######## block 1 ########
Fig. 1: block 1, M4 wires
Bar = 50 um. Supply wires on this layer in grey. Cells faint in the background.
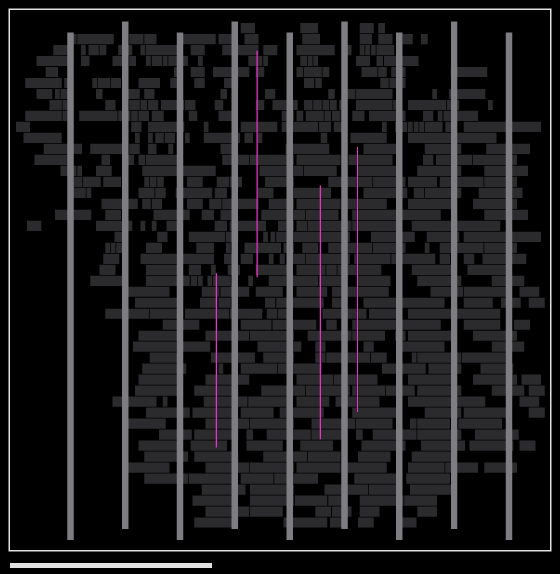

**src/rtl/uart_receiver.sv**
```systemverilog
// UART receive path: 2-FF input synchronizer, 16x-oversampled frame FSM and an RX FIFO
// with first-word-fall-through output, level threshold and sticky error flags.
module uart_receiver #(
    parameter int FIFO_DEPTH = 16,
    parameter int OVERSAMPLE = 16
) (
    input  logic       clk,
    input  logic       resetn,
    input  logic       bclk,
    input  logic       rxd,
    input  logic       rx_en,
    input  logic       parity_en,
    input  logic       parity_type,
    input  logic       read_en,
    input  logic       clr_err,
    input  logic [1:0] rx_thr_val,
    output logic [7:0] data_out,
    output logic       rx_empty,
    output logic       rx_full,
    output logic       rx_thr,
    output logic       parity_err,
    output logic       frame_err,
    output logic       overrun_err,
    output logic       rx_bclk_en
);

    localparam int AW = $clog2(FIFO_DEPTH);
    localparam logic [3:0] TICK_MID  = 4'(OVERSAMPLE / 2 - 1);
    localparam logic [3:0] TICK_LAST = 4'(OVERSAMPLE - 1);

    typedef enum logic [2:0] {IDLE, START, DATA, PARITY, STOP} state_t;

    state_t         state;
    logic [3:0]     tick_cnt;
    logic [2:0]     bit_idx;
    logic [7:0]     shift;
    logic           rxd_meta, rxd_s, rxd_d;

    logic [7:0]     mem [FIFO_DEPTH];
    logic [AW:0]    wr_ptr, rd_ptr, count;

    logic           sample_tick;
    logic           push_req, frame_bad, parity_bad;
    logic           do_push, do_pop;

    // rxd_d keeps the previous synchronized value for start-edge detection.
    // NOTE: sequential state is written only with non-blocking assignments so every
    // flop samples pre-edge values regardless of block ordering.
    always_ff @(posedge clk or negedge resetn) begin
        if (!resetn) begin
            rxd_meta <= 1'b1;
            rxd_s    <= 1'b1;
            rxd_d    <= 1'b1;
        end else begin
            rxd_meta <= rxd;
            rxd_s    <= rxd_meta;
            rxd_d    <= rxd_s;
        end
    end

    assign sample_tick = bclk && (tick_cnt == TICK_LAST);
    assign push_req    = rx_en && (state == STOP) && sample_tick && rxd_s;
    assign frame_bad   = rx_en && (state == STOP) && sample_tick && !rxd_s;
    assign parity_bad  = rx_en && (state == PARITY) && sample_tick &&
                         (rxd_s != (parity_type ? ~^shift : ^shift));

    always_ff @(posedge clk or negedge resetn) begin
        if (!resetn) begin
            state    <= IDLE;
            tick_cnt <= '0;
            bit_idx  <= '0;
            shift    <= '0;
        end else if (!rx_en) begin
            state <= IDLE;
        end else begin
            case (state)
                IDLE: begin
                    if (rxd_d && !rxd_s) begin
                        state    <= START;
                        tick_cnt <= '0;
                    end
                end
                START: begin
                    if (bclk) begin
                        if (tick_cnt == TICK_MID) begin
                            tick_cnt <= '0;
                            bit_idx  <= '0;
                            state    <= rxd_s ? IDLE : DATA;
                        end else begin
                            tick_cnt <= tick_cnt + 4'd1;
                        end
                    end
                end
                DATA, PARITY, STOP: begin
                    if (bclk) begin
                        tick_cnt <= sample_tick ? 4'd0 : tick_cnt + 4'd1;
                    end
                    if (sample_tick) begin
                        case (state)
                            DATA: begin
                                shift[bit_idx] <= rxd_s;
                                if (bit_idx == 3'd7) begin
                                    state <= parity_en ? PARITY : STOP;
                                end else begin
                                    bit_idx <= bit_idx + 3'd1;
                                end
                            end
                            PARITY:  state <= STOP;
                            default: state <= IDLE;
                        endcase
                    end
                end
                default: state <= IDLE;
            endcase
        end
    end

    assign rx_bclk_en = (state != IDLE);

    // A full FIFO still accepts a word when the head is popped on the same edge.
    assign do_pop  = read_en && !rx_empty;
    assign do_push = push_req && (!rx_full || do_pop);

    // NOTE: the storage array has no reset; pointers and count define validity and
    // data_out is forced to zero while empty, so stale contents are never visible.
    always_ff @(posedge clk) begin
        if (do_push) begin
            mem[wr_ptr[AW-1:0]] <= shift;
        end
    end

    always_ff @(posedge clk or negedge resetn) begin
        if (!resetn) begin
            wr_ptr <= '0;
            rd_ptr <= '0;
            count  <= '0;
        end else begin
            if (do_push) wr_ptr <= wr_ptr + 1'b1;
            if (do_pop)  rd_ptr <= rd_ptr + 1'b1;
            case ({do_push, do_pop})
                2'b10:   count <= count + 1'b1;
                2'b01:   count <= count - 1'b1;
                default: count <= count;
            endcase
        end
    end

    assign rx_empty = (count == '0);
    assign rx_full  = (count == (AW+1)'(FIFO_DEPTH));
    assign data_out = rx_empty ? 8'h00 : mem[rd_ptr[AW-1:0]];

    // NOTE: combinational blocks assign a default first so no path can infer a latch.
    always_comb begin
        rx_thr = 1'b0;
        case (rx_thr_val)
            2'b00: rx_thr = (count >= (AW+1)'(1));
            2'b01: rx_thr = (count >= (AW+1)'(4));
            2'b10: rx_thr = (count >= (AW+1)'(8));
            2'b11: rx_thr = (count >= (AW+1)'(14));
            default: rx_thr = 1'b0;
        endcase
    end

    // Sticky flags: a new event on the same edge as clr_err keeps the flag set.
    always_ff @(posedge clk or negedge resetn) begin
        if (!resetn) begin
            parity_err  <= 1'b0;
            frame_err   <= 1'b0;
            overrun_err <= 1'b0;
        end else begin
            if (parity_bad)           parity_err  <= 1'b1;
            else if (clr_err)         parity_err  <= 1'b0;
            if (frame_bad)            frame_err   <= 1'b1;
            else if (clr_err)         frame_err   <= 1'b0;
            if (push_req && !do_push) overrun_err <= 1'b1;
            else if (clr_err)         overrun_err <= 1'b0;
        end
    end

endmodule

```
**config.mk**
```make
export PLATFORM = sky130hd
export DESIGN_NAME = uart_receiver
export DESIGN_NICKNAME = d
export VERILOG_FILES = /design/src/rtl/uart_receiver.sv
export SDC_FILE = /design/constraint.sdc
export NUM_CORES = 1
export LEC_CHECK = 0
export ABC_CLOCK_PERIOD_IN_PS = 2700
export CELL_PAD_IN_SITES_DETAIL_PLACEMENT = 0
export CELL_PAD_IN_SITES_GLOBAL_PLACEMENT = 2
export CORE_UTILIZATION = 41
export DETAILED_ROUTE_END_ITERATION = 16
export GPL_TIMING_DRIVEN = 0
export PLACE_DENSITY = 0.8
export SYNTH_ARGS = -nofsm -noshare
export SYNTH_HDL_FRONTEND = slang
export SYNTH_SLANG_ARGS = --single-unit
```
**constraint.sdc**
```tcl
create_clock -name clk -period 2.7 [get_ports clk]
set_input_delay 0.675 -clock clk [delete_from_list [all_inputs] [get_ports clk]]
set_output_delay 0.675 -clock clk [all_outputs]
set_load 0.05 [all_outputs]
```
######## block 2 ########
[src/rtl/decode_pkg.sv]
// decode_pkg: shared constants, destination encodings and D/X control bundle for the decode stage
package decode_pkg;
  localparam logic [15:0] DEF_NOP_INSTR = 16'h0800;
  localparam logic [2:0] DEF_LINK_REG = 3'd7;
  typedef enum logic [1:0] {
    DEST_RT   = 2'b00,
    DEST_RS   = 2'b01,
    DEST_RD   = 2'b10,
    DEST_LINK = 2'b11
  } reg_dest_e;
  typedef struct packed {
    logic valid;
    logic [15:0] instr;
    logic reg_write;
    logic [2:0] write_reg;
  } dx_bundle_t;
endpackage

[src/rtl/decode_regfile.sv]
// decode_regfile: 8 x DATA_W 2R1W register file; DECODE_BYPASS_EN forwards same-cycle writeback to reads
module decode_regfile #(
  parameter int DATA_W = 16
) (
  input  logic              clk,
  input  logic              rst,
  input  logic              wb_en,
  input  logic [2:0]        wb_sel,
  input  logic [DATA_W-1:0] wb_data,
  input  logic [2:0]        rs_sel,
  input  logic [2:0]        rt_sel,
  output logic [DATA_W-1:0] rs_data,
  output logic [DATA_W-1:0] rt_data
);
  logic [DATA_W-1:0] r_regs [8];
  always_ff @(posedge clk)
    if (rst) r_regs <= '{default: '0};
    else if (wb_en) r_regs[wb_sel] <= wb_data;
`ifdef DECODE_BYPASS_EN
  assign rs_data = (wb_en && wb_sel == rs_sel) ? wb_data : r_regs[rs_sel];
  assign rt_data = (wb_en && wb_sel == rt_sel) ? wb_data : r_regs[rt_sel];
`else
  assign rs_data = r_regs[rs_sel];
  assign rt_data = r_regs[rt_sel];
`endif
endmodule

[src/rtl/decode_stage_pipe.sv]
// decode_stage_pipe: regfile, RAW/WAW scoreboard, flush squash counter and D/X register (DECODE_BYPASS_EN enables writeback bypass)
module decode_stage_pipe
  import decode_pkg::*;
#(
  parameter int          DATA_W       = 16,
  parameter int          FLUSH_CYCLES = 3,
  parameter logic [2:0]  LINK_REG     = DEF_LINK_REG,
  parameter logic [15:0] NOP_INSTR    = DEF_NOP_INSTR
) (
  input  logic              clk,
  input  logic              rst,
  input  logic              in_valid,
  output logic              in_ready,
  input  logic [15:0]       in_instr,
  input  logic              ctl_reg_write,
  input  logic [1:0]        ctl_reg_dest,
  input  logic              ctl_zero_ext,
  input  logic              ctl_rs_used,
  input  logic              ctl_rt_used,
  input  logic              flush,
  input  logic              wb_en,
  input  logic [2:0]        wb_sel,
  input  logic [DATA_W-1:0] wb_data,
  output logic              out_valid,
  input  logic              out_ready,
  output logic [15:0]       out_instr,
  output logic [DATA_W-1:0] out_rs_data,
  output logic [DATA_W-1:0] out_rt_data,
  output logic [DATA_W-1:0] out_imm5,
  output logic [DATA_W-1:0] out_imm8,
  output logic [DATA_W-1:0] out_imm11,
  output logic              out_reg_write,
  output logic [2:0]        out_write_reg
);
  localparam int CW = FLUSH_CYCLES > 1 ? $clog2(FLUSH_CYCLES) : 1;
  logic [CW-1:0] r_flush_cnt;
  logic [7:0] r_sb;
  dx_bundle_t r_dx;
  logic [DATA_W-1:0] r_rs, r_rt, r_imm5, r_imm8, r_imm11;
  logic w_squash, w_hazard, w_accept, w_retire;
  logic [15:0] w_instr;
  logic [2:0] w_rs, w_rt, w_dest;
  logic [7:0] w_clr, w_set, w_dx_mask, w_sb_eff, w_src_busy;
  logic [DATA_W-1:0] w_rs_data, w_rt_data, w_imm5, w_imm8, w_imm11;
  decode_regfile #(.DATA_W(DATA_W)) u_regfile (
    .clk(clk),
    .rst(rst),
    .wb_en(wb_en),
    .wb_sel(wb_sel),
    .wb_data(wb_data),
    .rs_sel(w_rs),
    .rt_sel(w_rt),
    .rs_data(w_rs_data),
    .rt_data(w_rt_data)
  );
  assign w_squash = flush || r_flush_cnt != '0;
  assign w_instr = w_squash ? NOP_INSTR : in_instr;
  assign w_rs = w_instr[10:8];
  assign w_rt = w_instr[7:5];
  assign w_dest = ctl_reg_dest == DEST_RT ? w_instr[7:5] :
                  ctl_reg_dest == DEST_RS ? w_instr[10:8] :
                  ctl_reg_dest == DEST_RD ? w_instr[4:2] : LINK_REG;
  assign w_imm5 = {{(DATA_W-5){w_instr[4] & ~ctl_zero_ext}}, w_instr[4:0]};
  assign w_imm8 = {{(DATA_W-8){w_instr[7] & ~ctl_zero_ext}}, w_instr[7:0]};
  assign w_imm11 = {{(DATA_W-11){w_instr[10]}}, w_instr[10:0]};
  assign w_clr = wb_en ? 8'd1 << wb_sel : 8'd0;
  assign w_dx_mask = (r_dx.valid && r_dx.reg_write) ? 8'd1 << r_dx.write_reg : 8'd0;
  // A retiring instruction squashed by a flush never reaches writeback, so it is not tracked
  assign w_retire = r_dx.valid && out_ready && r_dx.reg_write && !flush;
  assign w_set = w_retire ? 8'd1 << r_dx.write_reg : 8'd0;
`ifdef DECODE_BYPASS_EN
  assign w_sb_eff = r_sb & ~w_clr;
  assign w_src_busy = w_sb_eff | w_dx_mask;
`else
  // Without forwarding the write lands only at the edge, so the writeback register still blocks readers
  assign w_sb_eff = r_sb;
  assign w_src_busy = r_sb | w_clr | w_dx_mask;
`endif
  assign w_hazard = (ctl_rs_used && w_src_busy[w_rs]) || (ctl_rt_used && w_src_busy[w_rt]) ||
                    (ctl_reg_write && w_sb_eff[w_dest]);
  assign in_ready = w_squash || (!w_hazard && (!r_dx.valid || out_ready));
  assign w_accept = in_valid && in_ready;
  always_ff @(posedge clk)
    if (rst) begin
      r_dx <= '{valid: 1'b0, instr: NOP_INSTR, reg_write: 1'b0, write_reg: 3'd0};
      r_rs <= '0;
      r_rt <= '0;
      r_imm5 <= '0;
      r_imm8 <= '0;
      r_imm11 <= '0;
    end else if (w_accept) begin
      r_dx <= '{valid: !w_squash, instr: w_instr, reg_write: !w_squash && ctl_reg_write, write_reg: w_dest};
      r_rs <= w_rs_data;
      r_rt <= w_rt_data;
      r_imm5 <= w_imm5;
      r_imm8 <= w_imm8;
      r_imm11 <= w_imm11;
    end else if (w_squash || out_ready) r_dx.valid <= 1'b0;
  always_ff @(posedge clk) begin
    r_sb <= rst ? 8'd0 : (r_sb & ~w_clr) | w_set;
    r_flush_cnt <= rst ? '0 : flush ? CW'(FLUSH_CYCLES - 1) : r_flush_cnt - CW'(r_flush_cnt != '0);
  end
  assign out_valid = r_dx.valid;
  assign out_instr = r_dx.instr;
  assign out_reg_write = r_dx.reg_write;
  assign out_write_reg = r_dx.write_reg;
  assign out_rs_data = r_rs;
  assign out_rt_data = r_rt;
  assign out_imm5 = r_imm5;
  assign out_imm8 = r_imm8;
  assign out_imm11 = r_imm11;
endmodule

[config.mk]
export PLATFORM = sky130hd
export DESIGN_NAME = decode_stage_pipe
export DESIGN_NICKNAME = d
export VERILOG_FILES = /design/src/rtl/decode_pkg.sv /design/src/rtl/decode_regfile.sv /design/src/rtl/decode_stage_pipe.sv
export SDC_FILE = /design/constraint.sdc
export NUM_CORES = 1
export LEC_CHECK = 0
export CORE_ASPECT_RATIO = 0.7
export CORE_UTILIZATION = 50
export DETAILED_ROUTE_END_ITERATION = 10
export GPL_ROUTABILITY_DRIVEN = 0
export MAX_ROUTING_LAYER = met4
export PLACE_DENSITY = 0.76
export RECOVER_POWER = 25
export SLEW_MARGIN = 20
export SYNTH_ARGS = -nofsm -noshare
export SYNTH_HDL_FRONTEND = slang
export SYNTH_SLANG_ARGS = --single-unit
[constraint.sdc]
create_clock -name clk -period 2.55 [get_ports clk]
set_input_delay 0.3825 -clock clk [delete_from_list [all_inputs] [get_ports clk]]
set_output_delay 0.3825 -clock clk [all_outputs]
set_load 0.05 [all_outputs]
######## block 3 ########
$ cat config.mk
export PLATFORM = sky130hd
export DESIGN_NAME = sum_accum
export DESIGN_NICKNAME = d
export VERILOG_FILES = /design/src/rtl/sum_accum.sv
export SDC_FILE = /design/constraint.sdc
export NUM_CORES = 1
export LEC_CHECK = 0
export CAP_MARGIN = 20
export CELL_PAD_IN_SITES_DETAIL_PLACEMENT = 1
export CELL_PAD_IN_SITES_GLOBAL_PLACEMENT = 1
export CORE_UTILIZATION = 39
export CTS_BUF_LIST = sky130_fd_sc_hd__clkbuf_4 sky130_fd_sc_hd__clkbuf_8
export DETAILED_ROUTE_END_ITERATION = 10
export PLACE_DENSITY_LB_ADDON = 0.12
export SYNTH_ARGS = -nofsm -noshare
export SYNTH_HDL_FRONTEND = slang
export SYNTH_SLANG_ARGS = --single-unit
$ cat constraint.sdc
create_clock -name clk -period 2 [get_ports clk]
set_input_delay 0.4 -clock clk [delete_from_list [all_inputs] [get_ports clk]]
set_output_delay 0.4 -clock clk [all_outputs]
set_load 0.02 [all_outputs]
$ cat src/rtl/sum_accum.sv
// Frame accumulator: sums a run of upstream adder results (len words per frame)
// and holds the modulo-2^ACC_W total plus a sticky overflow flag until it is taken downstream.
module sum_accum #(
    parameter int N     = 4,
    parameter int ACC_W = 8,
    parameter int LEN_W = 4
) (
    input  logic             clk,
    input  logic             rst,
    input  logic             in_valid,
    input  logic [N:0]       in_sum,
    output logic             in_ready,
    input  logic [LEN_W-1:0] len,
    output logic             out_valid,
    output logic [ACC_W-1:0] out_acc,
    output logic             out_ovf,
    input  logic             out_ready,
    output logic             busy
);

    typedef enum logic [1:0] {
        IDLE = 2'd0,
        ACC  = 2'd1,
        HOLD = 2'd2
    } state_t;

    state_t             state_q, state_d;
    logic [ACC_W-1:0]   acc_q, acc_d;
    logic [LEN_W-1:0]   cnt_q, cnt_d;
    logic [LEN_W-1:0]   len_q, len_d;
    logic               ovf_q, ovf_d;

    logic               in_xfer_s;
    logic               out_xfer_s;
    logic [ACC_W-1:0]   sum_ext_s;
    logic [ACC_W:0]     add_s;
    logic [LEN_W-1:0]   cnt_inc_s;
    logic [LEN_W-1:0]   len_eff_s;

    // Unsigned add returning {carry_out, sum} so the carry feeds the sticky overflow.
    function automatic logic [ACC_W:0] add_carry(input logic [ACC_W-1:0] a,
                                                 input logic [ACC_W-1:0] b);
        add_carry = {1'b0, a} + {1'b0, b};
    endfunction

    assign in_ready   = (state_q != HOLD);
    assign out_valid  = (state_q == HOLD);
    assign busy       = (state_q != IDLE);
    assign out_acc    = acc_q;
    assign out_ovf    = ovf_q;

    assign in_xfer_s  = in_valid & in_ready;
    assign out_xfer_s = out_valid & out_ready;
    assign sum_ext_s  = ACC_W'(in_sum);
    assign add_s      = add_carry(acc_q, sum_ext_s);
    assign cnt_inc_s  = cnt_q + LEN_W'(1);
    // A zero length is treated as a single-word frame.
    assign len_eff_s  = (len == LEN_W'(0)) ? LEN_W'(1) : len;

    // Next-state and datapath update for the IDLE/ACC/HOLD handshake machine.
    always_comb begin
        state_d = state_q;
        acc_d   = acc_q;
        cnt_d   = cnt_q;
        len_d   = len_q;
        ovf_d   = ovf_q;
        case (state_q)
            IDLE: begin
                if (in_xfer_s) begin
                    len_d = len_eff_s;
                    acc_d = sum_ext_s;
                    cnt_d = LEN_W'(1);
                    ovf_d = 1'b0;
                    if (len_eff_s == LEN_W'(1)) begin
                        state_d = HOLD;
                    end else begin
                        state_d = ACC;
                    end
                end else begin
                    state_d = IDLE;
                end
            end
            ACC: begin
                if (in_xfer_s) begin
                    acc_d = add_s[ACC_W-1:0];
                    ovf_d = ovf_q | add_s[ACC_W];
                    cnt_d = cnt_inc_s;
                    if (cnt_inc_s == len_q) begin
                        state_d = HOLD;
                    end else begin
                        state_d = ACC;
                    end
                end else begin
                    state_d = ACC;
                end
            end
            HOLD: begin
                if (out_xfer_s) begin
                    state_d = IDLE;
                end else begin
                    state_d = HOLD;
                end
            end
            default: begin
                state_d = IDLE;
                acc_d   = ACC_W'(0);
                cnt_d   = LEN_W'(0);
                len_d   = LEN_W'(0);
                ovf_d   = 1'b0;
            end
        endcase
    end

    // State and datapath registers with synchronous reset.
    always_ff @(posedge clk) begin
        if (rst) begin
            state_q <= IDLE;
            acc_q   <= ACC_W'(0);
            cnt_q   <= LEN_W'(0);
            len_q   <= LEN_W'(0);
            ovf_q   <= 1'b0;
        end else begin
            state_q <= state_d;
            acc_q   <= acc_d;
            cnt_q   <= cnt_d;
            len_q   <= len_d;
            ovf_q   <= ovf_d;
        end
    end

endmodule

Fig. 2: block 3, cells coloured by class
Bar = 20 um. Fill, decap, tap and diode cells in grey.
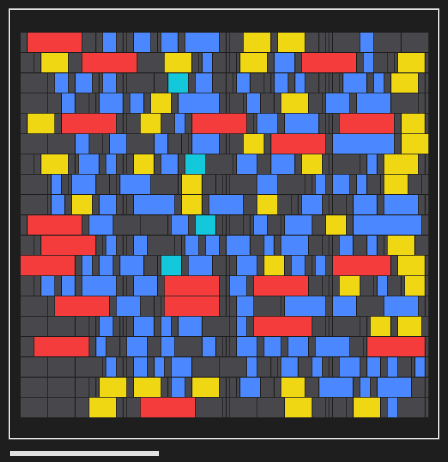
| colour | class | cells | share of their area |
|---|---|---|---|
| blue | combinational and other logic | 114 | 52% |
| red | flops | 19 | 25% |
| cyan | clock drivers and dummy loads | 4 | 1.9% |
| yellow | other buffers and delay cells | 38 | 22% |
site row count: 19
core area: 2830 um^2
sequential cell area share: 0.240
final instance area: 1600 um^2

==> flow_summary.json, block 3 <==
{
  "ant_nets": 0,
  "power.density_nw_per_um2": 620,
  "final_cells": 206,
  "crit_family": "AND-OR/OR-AND gates",
  "largest_reg_flops": 8,
  "worstReg2RegEnd": "out_acc[6]",
  "leakage_nw": 0.642,
  "numCtsBuffers": 3,
  "slowest_delay_ns": 0.43,
  "synth_area_um2": 1200,
  "criticalPathCategory": "input port to flip-flop",
  "endpoint_kind": "flip-flop",
  "compound_area_frac": 0.252,
  "critPathRequiredTime_ns": 2.24,
  "worstSetupStartpointType": "input port",
  "fmax_ghz": 0.517,
  "vias": 1154,
  "crit_start": "in_sum[0]",
  "ys_ff": 19,
  "crit-reg2reg-launch": "out_acc[0]",
  "finalHoldViolCount": 0,
  "simple_gate_share": 0.161,
  "finalHoldWorstSlack_ns": 0.461,
  "grt_pass1_vias": 1240,
  "cts.htree.levels": 1,
  "fin_crit_ns": 1.94,
  "min_delay_path_depth": 2,
  "power.internal_mw": 0.649,
  "tightest_slew_ns": 0.355,
  "path_depth": 8,
  "fin_total_pwr_mw": 0.992,
  "switching_power_mw": 0.343,
  "drc": 1,
  "crit_fanout": 2,
  "violations": "design-rule violations",
  "postCtsSetupBuffers": 0,
  "relSlewSlack": 0.762,
  "status": "finished, violations left",
  "wire_per_inst_um": 16.3,
  "cts_hold_buf": 0,
  "die_x_um": 57.4,
  "topCombFamilyByArea": "AND-OR/OR-AND gates"
}
## block 3: logic make-up after synthesis
| family | Yosys count |
|---|---|
| compound gates | 44 |
| fa+ha+maj | 11 |
| simple gates | 38 |
| xor+xnor | 7 |
| buf+inv | 15 |
| flops | 19 |
| mux | 4 |
## block 3: synthesized netlist by cell type, types with 2 or more instances
cell type,count,share of area
a221oi_1,2,0.015
a21oi_1,13,0.054
a22oi_1,3,0.019
xor2_1,2,0.015
o21ai_0,7,0.029
a21o_1,2,0.013
nand4_1,2,0.010
a211oi_1,3,0.019
dfxtp_1,19,0.32
ha_1,10,0.10
xnor2_1,5,0.037
or3_1,2,0.010
mux2i_1,2,0.017
a31oi_1,2,0.010
clkbuf_1,2,0.0063
nand3_1,3,0.013
inv_1,10,0.031
mux2_4,2,0.025
nor3_1,4,0.017
nand2_1,5,0.016
nor2_1,12,0.038
nand2b_1,3,0.016
o21a_1,3,0.019
buf_4,2,0.013
## block 3: cell type report
type                            instances  area [um^2]
Fill cell                             337         1230
Multi-Input combinational cell        104          767
Sequential cell                        19          384
Timing Repair Buffer                   38          343
Tap cell                               31         38.8
Inverter                               10         37.5
Clock buffer                            3         22.5
Clock inverter                          1         7.51
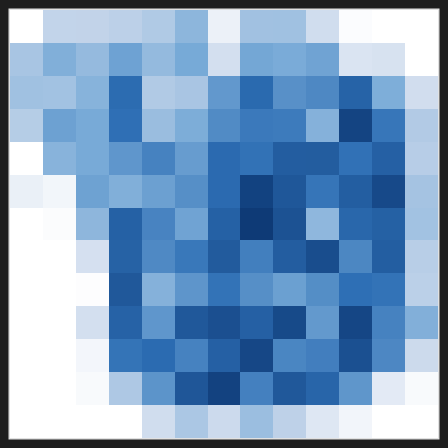
Fig. 3. Placement density heat map (block 1).
13 x 13 tiles, from white (low) to dark blue (high), 0 to 100% covered.
fullest tile: 96%
nearly empty tiles: 14%
mean over tiles: 47%
emptiest ninth of the die: bottom left
densest ninth of the die: middle
core area: 16800 um^2
fp util: 0.424
post-layout util: 0.520

Fig. 4: block 1, met1 routing
Supply wires on this layer in grey.
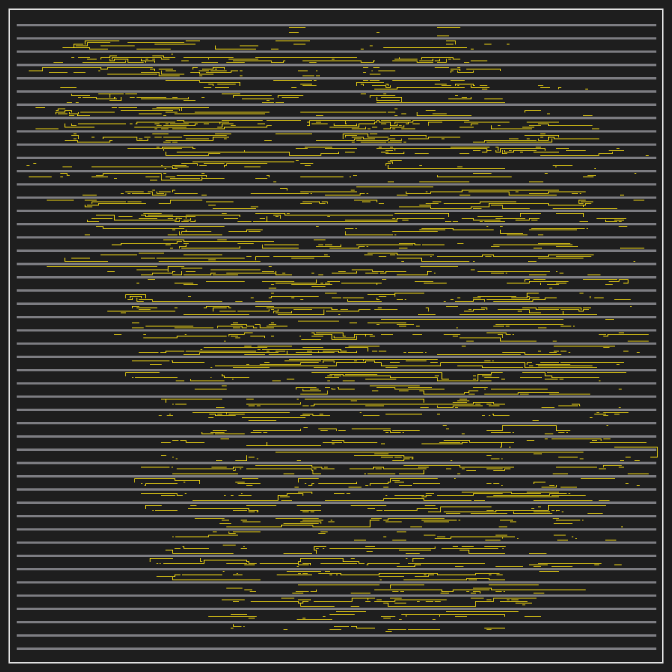
main direction: horizontal
wire length on this layer: 6130 um
share of all routed wire: 42%
longest straight run: 63.0 um
met1 usage: 0.234
routed via count: 3799

## Picture notes: Fig. 1
nets with wire on the layer: 3
longest straight run: 65.3 um
DRT Wirelength: 14.5 mm

==> flow_summary.json, block 1 <==
{
  "status": "finished, violations left",
  "violations": "negative setup slack",
  "final_cells": 717,
  "grt.busiest_layer": "met2",
  "warning_count": 34,
  "tightest_slew_ns": 0.890,
  "synth_area_um2": 7110,
  "simple_gate_share": 0.0847,
  "crit_fanout": 7,
  "cts_root_buf": "clkbuf_16",
  "finalHoldViolCount": 0,
  "die_area_um2": 17900,
  "syn_avg_cell_area_um2": 16.8,
  "grt_pass1_vias": 3864,
  "yosys-stat-area_um2": 7110,
  "worstPathCellList": "buf_8 -> clkbuf_16 -> mux4_2 -> mux4_2 -> nor2b_4 -> buf_6",
  "clk_path_buf_depth": 2,
  "criticalPathCategory": "flip-flop to output pin",
  "crit_arrival_ns": 2.48,
  "slowest_delay_ns": 0.52,
  "firstDrtPassIters": 6,
  "setup_viol": 8,
  "antenna_found_initial": 0,
  "cts_hold_buf": 0,
  "path_clk_slew_ns": 0.06,
  "postCtsSetupBuffers": 11,
  "postLayoutSetupSlackWorst_ns": -0.458,
  "leakage_nw": 3.27,
  "p_sw_frac": 0.279,
  "worstSetupStartpointType": "flip-flop",
  "place_inst": 671,
  "grt_overflow_total": 0,
  "cpMaxStageDelayCell": "mux4_2",
  "cap_violations": 0,
  "final_area_um2": 8720,
  "die_x_um": 134,
  "ctsResizeCount": 118,
  "ys_warn_count": 0,
  "peakVddDrop_uv": 472,
  "layout_top_cell": "edfxtp_1",
  "p_clk_mw": 2.26,
  "syn_to_final_growth_pct": 22.7,
  "place.gp.congestion": 0.738,
  "grt_pass1_wl_mm": 22.4,
  "crit-reg2reg-launch": "count[0]",
  "setup_tns_ns": -3.58,
  "finalHoldWorstSlack_ns": 0.357,
  "path_depth": 6,
  "cts.htree.levels": 4,
  "ys_cells": 422,
  "fmax_ghz": 0.317,
  "largest_reg_flops": 128,
  "top_cells_by_area": "edfxtp_1 54%, mux4_2 13%, dfrtp_1 12%"
}
block 1: area by class of cell:
class | count | area (um^2) | share of cell area
Clock buffer | 21 | 440 | 0.0505
Tap cell | 220 | 275 | 0.0316
Inverter | 15 | 56.3 | 0.00646
Multi-Input combinational cell | 219 | 2380 | 0.273
Clock inverter | 11 | 110 | 0.0126
Timing Repair Buffer | 45 | 508 | 0.0583
Buffer | 21 | 170 | 0.0195
Sequential cell | 165 | 4780 | 0.548
block 1: layer usage:
metal,part of all wire,up-vias
li1,-,1760
met2,0.52,84
met1,0.42,1943
met3,0.045,12
met4,0.016,0
met5,0,-
block 1: Yosys cell counts (5+ instances only):
library cell and count:
edfxtp_1 128, mux4_2 40, dfrtp_1 34, nand2_1 19, xnor2_1 18, inv_1 15, nor2_1 15, nor2b_1 14
ha_1 12, mux2_2 12, clkbuf_1 10, and2_1 9, nand3_1 8, nand4_1 7, nor3b_1 7, nor3_1 6
nor4_1 5, o21ai_0 5
Fig. 5: block 2, congestion heat map
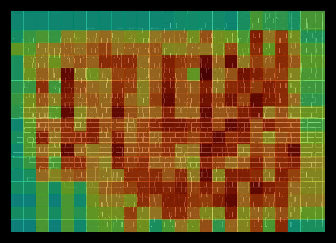
DR WL/cell: 22.1 um
gr usage total: 0.356
post-layout util: 0.678

==> flow_summary.json, block 2 <==
{
  "status": "finished, violations left",
  "violations": "negative setup slack",
  "place_area_um2": 12000,
  "cpMaxStageDelayCell": "dfxtp_4",
  "cts_tree": "yes",
  "relSlewSlack": 0.206,
  "fmax_ghz": 0.333,
  "top_cells_by_area": "dfxtp_1 38%, nand2_1 13%, a21oi_1 6.4%",
  "power_leader": "sequential cells",
  "postLayoutSetupSlackWorst_ns": -0.456,
  "fp.dieH_um": 121,
  "port_buffers": 148,
  "pg_seq_mw": 3.23,
  "power_frac_comb": 0.230,
  "setup_viol": 55,
  "die_area_um2": 20800,
  "seqPwrFrac": 0.414,
  "num_io_pins": 149
}
block 2: how the worst max path moves through the flow:
stage	from	endpoint	slack (ns)	depth (start not counted)
after floorplan	wb_sel[0]	out_instr[11]	-0.11	10
after global placement	wb_en	out_imm8[8]	-0.58	10
after detailed placement	flush	in_ready	-0.71	10
after CTS	out_write_reg[2]	in_ready	-0.37	9
after global routing	r_flush_cnt[1]	in_ready	-0.51	9
final	r_flush_cnt[1]	out_write_reg[2]	-0.46	13
block 2: per-stage QoR:
stage / setup TNS (ns) / cells / hold slack, ns / util / setup slack [ns]
3_3_place_gp: -30.52 / 1652 / 0.447 / 0.606 / -0.578
4_1_cts: -13.59 / 1705 / 0.430 / 0.665 / -0.374
6_report: -17.45 / 1712 / 0.467 / 0.678 / -0.456
5_1_grt: -21.56 / 1712 / 0.489 / 0.678 / -0.509
3_5_place_dp: -35.62 / 1652 / 0.462 / 0.606 / -0.712
2_1_floorplan: -0.996 / 1303 / 0.442 / - / -0.114
block 2: per-layer routing:
metal,part of all wire,wire length (um),up-vias,track usage
li1,-,-,4826,-
met1,0.40,15100,5010,0.483
met2,0.43,16300,845,0.519
met3,0.14,5400,115,0.0969
met4,0.026,966,0,0.0951
met5,0,0,-,-

